######## design 1 ########
===== config.mk =====
export PLATFORM = sky130hd
export DESIGN_NAME = inst_serializer
export DESIGN_NICKNAME = d
export VERILOG_FILES = /design/src/rtl/inst_serializer.sv
export SDC_FILE = /design/constraint.sdc
export NUM_CORES = 1
export LEC_CHECK = 0
export CAP_MARGIN = 10
export CORE_MARGIN = 2
export CORE_UTILIZATION = 46
export DETAILED_ROUTE_END_ITERATION = 10
export PLACE_DENSITY = 0.79
export SLEW_MARGIN = 20
export SYNTH_ARGS = -nofsm -noshare
export SYNTH_HDL_FRONTEND = slang
export SYNTH_SLANG_ARGS = --single-unit

===== constraint.sdc =====
create_clock -name clock -period 11.69 [get_ports clock]
set_input_delay 1.169 -clock clock [delete_from_list [all_inputs] [get_ports clock]]
set_output_delay 1.169 -clock clock [all_outputs]
set_load 0.05 [all_outputs]

===== src/rtl/inst_serializer.sv =====
// inst_serializer: turns one 4-slot fetch packet into single instructions for scalar decode
module inst_serializer #(
    parameter int FETCH_WIDTH    = 4,
    parameter int INST_WIDTH     = 32,
    parameter int PC_STEP        = 4,
    parameter int TRUNC_ON_TAKEN = 1
) (
    input  logic                  clock,
    input  logic                  reset,
    input  logic                  io_in_valid,
    output logic                  io_in_ready,
    input  logic [INST_WIDTH-1:0] io_in_bits_inst_0_inst,
    input  logic                  io_in_bits_inst_0_valid,
    input  logic                  io_in_bits_inst_0_predictBrTaken,
    input  logic [INST_WIDTH-1:0] io_in_bits_inst_1_inst,
    input  logic                  io_in_bits_inst_1_valid,
    input  logic                  io_in_bits_inst_1_predictBrTaken,
    input  logic [INST_WIDTH-1:0] io_in_bits_inst_2_inst,
    input  logic                  io_in_bits_inst_2_valid,
    input  logic                  io_in_bits_inst_2_predictBrTaken,
    input  logic [INST_WIDTH-1:0] io_in_bits_inst_3_inst,
    input  logic                  io_in_bits_inst_3_valid,
    input  logic                  io_in_bits_inst_3_predictBrTaken,
    input  logic [INST_WIDTH-1:0] io_in_bits_pc,
    output logic                  io_out_valid,
    input  logic                  io_out_ready,
    output logic [INST_WIDTH-1:0] io_out_bits_inst,
    output logic [INST_WIDTH-1:0] io_out_bits_pc,
    output logic                  io_out_bits_predictBrTaken,
    output logic                  io_out_bits_last,
    output logic                  io_busy,
    input  logic                  io_flush
);
    logic [INST_WIDTH-1:0]  r_inst [FETCH_WIDTH];
    logic [FETCH_WIDTH-1:0] r_taken;
    logic [FETCH_WIDTH-1:0] r_pending;
    logic [INST_WIDTH-1:0]  r_pc;
    logic [INST_WIDTH-1:0]  w_in_inst [FETCH_WIDTH];
    logic [FETCH_WIDTH-1:0] w_in_vld;
    logic [FETCH_WIDTH-1:0] w_in_tk;
    logic [FETCH_WIDTH-1:0] w_hit;
    logic [FETCH_WIDTH-1:0] w_hit_low;
    logic [FETCH_WIDTH-1:0] w_prefix;
    logic [FETCH_WIDTH-1:0] w_in_mask;
    logic [FETCH_WIDTH-1:0] w_cur_oh;
    logic [1:0]             w_cur;
    logic                   w_busy;
    logic                   w_last;
    logic                   w_out_fire;
    logic                   w_in_fire;

    assign w_in_inst = '{io_in_bits_inst_0_inst, io_in_bits_inst_1_inst,
                         io_in_bits_inst_2_inst, io_in_bits_inst_3_inst};
    assign w_in_vld  = {io_in_bits_inst_3_valid, io_in_bits_inst_2_valid,
                        io_in_bits_inst_1_valid, io_in_bits_inst_0_valid};
    assign w_in_tk   = {io_in_bits_inst_3_predictBrTaken, io_in_bits_inst_2_predictBrTaken,
                        io_in_bits_inst_1_predictBrTaken, io_in_bits_inst_0_predictBrTaken};

    // The first valid taken slot ends the packet: keep slots 0..t only.
    assign w_hit     = w_in_vld & w_in_tk;
    assign w_hit_low = w_hit & (-w_hit);
    assign w_prefix  = (TRUNC_ON_TAKEN != 0 && w_hit != '0) ?
                       (w_hit_low | (w_hit_low - FETCH_WIDTH'(1))) : '1;
    assign w_in_mask = w_in_vld & w_prefix;

    // Lowest pending slot is the one presented to decode.
    assign w_cur_oh = r_pending & (-r_pending);
    assign w_cur    = {w_cur_oh[3] | w_cur_oh[2], w_cur_oh[3] | w_cur_oh[1]};
    assign w_busy   = |r_pending;
    assign w_last   = w_busy && ((r_pending & (r_pending - FETCH_WIDTH'(1))) == '0);

    assign io_out_valid = w_busy & ~io_flush;
    assign w_out_fire   = io_out_valid & io_out_ready;
    // Accepting while the last slot leaves gives back-to-back packets without a bubble.
    assign io_in_ready  = ~io_flush & (~w_busy | (w_out_fire & w_last));
    assign w_in_fire    = io_in_valid & io_in_ready;

    assign io_out_bits_inst           = r_inst[w_cur];
    assign io_out_bits_pc             = r_pc + INST_WIDTH'(PC_STEP) * INST_WIDTH'(w_cur);
    assign io_out_bits_predictBrTaken = r_taken[w_cur];
    assign io_out_bits_last           = w_last;
    assign io_busy                    = w_busy;

    // Packet capture, per-slot advance and flush of the pending mask.
    always_ff @(posedge clock or posedge reset) begin
        if (reset) begin
            r_pending <= '0;
            r_taken   <= '0;
            r_pc      <= '0;
            for (int k = 0; k < FETCH_WIDTH; k++) r_inst[k] <= '0;
        end else if (io_flush) begin
            r_pending <= '0;
        end else if (w_in_fire) begin
            r_pending <= w_in_mask;
            r_taken   <= w_in_tk;
            r_pc      <= io_in_bits_pc;
            for (int k = 0; k < FETCH_WIDTH; k++) r_inst[k] <= w_in_inst[k];
        end else if (w_out_fire) begin
            r_pending <= r_pending & ~w_cur_oh;
        end
    end
endmodule


######## design 2 ########
[src/rtl/jam_scheduler.sv]
// jam_scheduler: round-robin green arbiter for jammed approaches with min/max green and all-red clearance
module jam_scheduler #(
   parameter int GREEN_CYCLES = 16,
   parameter int MIN_GREEN    = 4,
   parameter int CLEAR_CYCLES = 2,
   parameter int CNT_W        = 8
) (
   input  logic       clk,
   input  logic       rst,
   input  logic       jam_op_en,
   input  logic       jam_sensor_0,
   input  logic       jam_sensor_1,
   input  logic       jam_sensor_2,
   input  logic       jam_sensor_3,
   output logic       allow_0,
   output logic       allow_1,
   output logic       allow_2,
   output logic       allow_3,
   output logic [1:0] grant_id,
   output logic       grant_valid,
   output logic       clearing
);
   typedef enum logic [1:0] {IDLE, GRANT, CLEAR} state_t;
   state_t           state_q, state_d;
   logic [1:0]       rr_ptr_q, rr_ptr_d, grant_id_q, grant_id_d, pick, idx;
   logic [CNT_W-1:0] cnt_q, cnt_d;
   logic [3:0]       sens, allow_q, allow_d;
   logic             grant_valid_q, grant_valid_d, clearing_q, clearing_d;
   logic             go, grant_end, clear_end;
   assign sens      = {jam_sensor_3, jam_sensor_2, jam_sensor_1, jam_sensor_0};
   assign go        = jam_op_en && |sens;
   assign grant_end = !jam_op_en || cnt_q == CNT_W'(GREEN_CYCLES - 1) ||
                      (!sens[grant_id_q] && cnt_q >= CNT_W'(MIN_GREEN - 1));
   assign clear_end = cnt_q == CNT_W'(CLEAR_CYCLES - 1);
   // scanning offsets high to low leaves the lowest asserted offset from rr_ptr as winner
   always_comb begin
      pick = rr_ptr_q;
      idx  = rr_ptr_q;
      for (int i = 3; i >= 0; i--) begin
         idx = rr_ptr_q + 2'(i);
         pick = sens[idx] ? idx : pick;
      end
   end
   always_comb begin
      state_d    = state_q;
      rr_ptr_d   = rr_ptr_q;
      grant_id_d = grant_id_q;
      cnt_d      = cnt_q + 1'b1;
      case (state_q)
         IDLE: begin
            cnt_d      = '0;
            state_d    = go ? GRANT : IDLE;
            grant_id_d = go ? pick : grant_id_q;
         end
         GRANT: begin
            state_d  = grant_end ? CLEAR : GRANT;
            rr_ptr_d = grant_end ? grant_id_q + 2'd1 : rr_ptr_q;
            cnt_d    = grant_end ? '0 : cnt_q + 1'b1;
         end
         CLEAR: begin
            state_d    = !clear_end ? CLEAR : (go ? GRANT : IDLE);
            grant_id_d = (clear_end && go) ? pick : grant_id_q;
            cnt_d      = clear_end ? '0 : cnt_q + 1'b1;
         end
         default: state_d = IDLE;
      endcase
      allow_d       = (state_d == GRANT) ? 4'b0001 << grant_id_d : 4'b0000;
      grant_valid_d = state_d == GRANT;
      clearing_d    = state_d == CLEAR;
   end
   always_ff @(posedge clk) begin
      if (rst) begin
         state_q       <= IDLE;
         rr_ptr_q      <= '0;
         grant_id_q    <= '0;
         cnt_q         <= '0;
         allow_q       <= '0;
         grant_valid_q <= 1'b0;
         clearing_q    <= 1'b0;
      end else begin
         state_q       <= state_d;
         rr_ptr_q      <= rr_ptr_d;
         grant_id_q    <= grant_id_d;
         cnt_q         <= cnt_d;
         allow_q       <= allow_d;
         grant_valid_q <= grant_valid_d;
         clearing_q    <= clearing_d;
      end
   end
   assign {allow_3, allow_2, allow_1, allow_0} = allow_q;
   assign grant_id    = grant_id_q;
   assign grant_valid = grant_valid_q;
   assign clearing    = clearing_q;
endmodule
[config.mk]
export PLATFORM = sky130hd
export DESIGN_NAME = jam_scheduler
export DESIGN_NICKNAME = d
export VERILOG_FILES = /design/src/rtl/jam_scheduler.sv
export SDC_FILE = /design/constraint.sdc
export NUM_CORES = 1
export LEC_CHECK = 0
export CELL_PAD_IN_SITES_DETAIL_PLACEMENT = 1
export CELL_PAD_IN_SITES_GLOBAL_PLACEMENT = 1
export CORE_ASPECT_RATIO = 2
export CORE_MARGIN = 2
export CORE_UTILIZATION = 35
export CTS_CLUSTER_DIAMETER = 60
export DETAILED_ROUTE_END_ITERATION = 6
export GPL_TIMING_DRIVEN = 0
export PLACE_DENSITY = 0.69
export SLEW_MARGIN = 10
export SYNTH_ARGS = -nofsm -noshare
export SYNTH_HDL_FRONTEND = slang
export SYNTH_SLANG_ARGS = --single-unit
export TNS_END_PERCENT = 20
[constraint.sdc]
create_clock -name clk -period 1.8 [get_ports clk]
set_input_delay 0.36 -clock clk [delete_from_list [all_inputs] [get_ports clk]]
set_output_delay 0.36 -clock clk [all_outputs]
set_load 0.02 [all_outputs]
**Design 2: register map, names as in the netlist**

Other sequential cells in the stronger grey, the rest of the logic in the fainter grey.
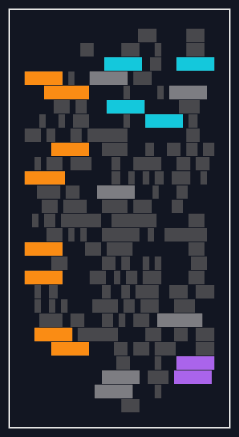
[orange] `cnt_q` | placed flops: 8
[cyan] `allow_q` | placed flops: 4
[purple] `rr_ptr_q` | placed flops: 2
Storage cell area: 409 um2
post-layout util: 48.7%
flop share of the area: 30.7%
seq pwr: 0.479 mW

==> qor.yml, design 2 <==
run_status:
  status: "complete, but fails checks"
  violations: "negative setup slack"
sta:
  setup_ws_ns: -0.112
  rsz0062_at_grt: "true"
  maxSlewHeadroom_pct: 75.9
  finalSetupViolations: 16
  tightest_slew_ns: 0.361
route:
  route.met3.wl_um: 61
  drc_errors: 0
  wl_met1_um: 880
  route.top_layer_used: "met4"
worst_setup_path:
  timing.rr.end: "allow_q[2]"
  crit_arrival_ns: 2.06
  critPathRequiredTime_ns: 1.94
global_route:
  antenna_found_initial: 0
  global_route.usage.met2_pct: 35.2
power:
  finalPower_mw: 1.00
place:
  preCtsSetupSlack_ns: -0.615
  place.detailed.hpwl_um: 1950
cells_and_area:
  largest_cell_class: "logic gates"
  syn_to_final_growth_pct: 32.8
  final_nets: 138
die:
  initCoreUtil_pct: 36.6
synthesis:
  yosysWarnings: 0
  synth.mux.area_fraction_pct: 5.74
  yosys-top-cells-count: "20 x dfxtp_1, 16 x nor2_1, 7 x nor2b_1"
clocking:
  ctsResizeCount: 15
  cts.sinks: 20
min_path:
  hold_path_end: "cnt_q[0]"
## design 2: sequential cells by signal, summed over array words and instances, names as in the netlist
register	flops
allow_q	4
clearing	1
cnt_q	8
grant_id	2
grant_valid	1
rr_ptr_q	2
state_q	2
## design 2: report_power, final
part | total [mW] | leakage, nW | switching (mW) | internal [mW]
combinational | 0.174 | 0.296 | 0.0910 | 0.0829
sequential | 0.479 | 0.165 | 0.0200 | 0.459
clock | 0.348 | 0.0288 | 0.153 | 0.195
total | 1.00 | 0.489 | 0.264 | 0.737
**Design 1: selected gate families**

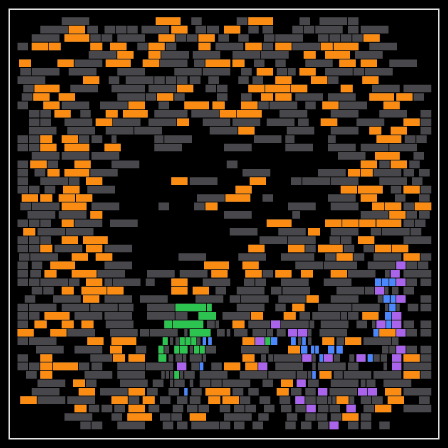
[orange] multiplexers | cells: 197 | most used: mux2_4 | where: widely spread
[green] inverting AOI/OAI gates | cells: 18 | most used: o21ai_0 | where: bottom middle
[blue] NOR gates | cells: 24
[purple] XOR/XNOR gates | cells: 29 | most used: xor2_1 | where: bottom right
post-route insts no fill: 1,002
Commonest Layout Cell: clkdlybuf4s50_1
logic share of the area: 33.3%

**Design 1: clock wiring as the flow saved it**

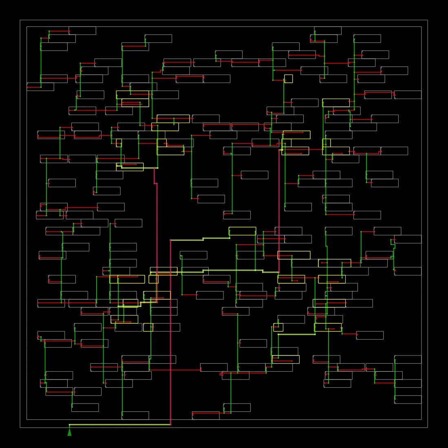
clk pwr: 0.622 mW
skew final: 0.00786 ns
Clk Latency, worst-skew pair: 0.42 ns
Inserted Clock Buffers: 17
Clock Buffer Count: 18

==> qor.yml, design 1 <==
route:
  route.top_layer_used: "met4"
  drc_errors: 0
die:
  tapCellCount: 229
power:
  comb-power_mw: 0.792
worst_setup_path:
  crit_arrival_ns: 4.12
  max_stage_delay_ns: 0.82
synthesis:
  async_flop_share_pct: 100
  netlist_instances: 525
  yosysWarnings: 0
  yosysTopAreaCell: "dfrtp_1"
cells_and_area:
  buffers: 245
  inv_count: 12
run_status:
  status: "finished, final reports clean"
global_route:
  use_met1_pct: 26.4
  grt_max_degree: 150
[design 1: kinds of logic after synthesis]
| group | synth area share, % |
|---|---|
| AOI/OAI and AO/OA | 1.71 |
| DFF | 50.7 |
| muxes | 36.2 |
| adders and majority gates | 0.679 |
| buffers and inverters | 3.44 |
| xor gates and xnor gates | 3.06 |
| and+or+nand+nor | 4.23 |
[design 1: worst register-to-register path, delay by kind of cell (launching register included)]
family	cells	cell delay, ns
adders and majority gates	1	0.35
DFF	1	0.56
buffers and inverters	2	0.78
muxes	1	0.72
AOI/OAI and AO/OA	1	0.77


==> notes/layouts.md <==
Pictures saved along the way, in no particular order.

Supply network.
Pins as bars on the die edge.
panel A
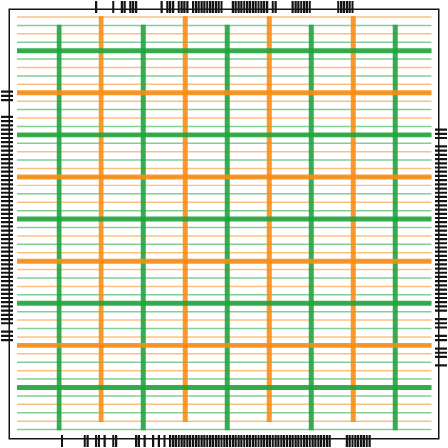
panel B
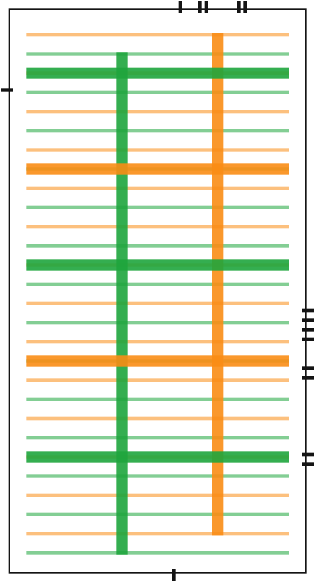
- panel A = design 1
- panel B = design 2
The one with the largest die is panel A.
The one with the most pins is panel A.

No activity file was given, so power comes from the tool's default toggle rates.
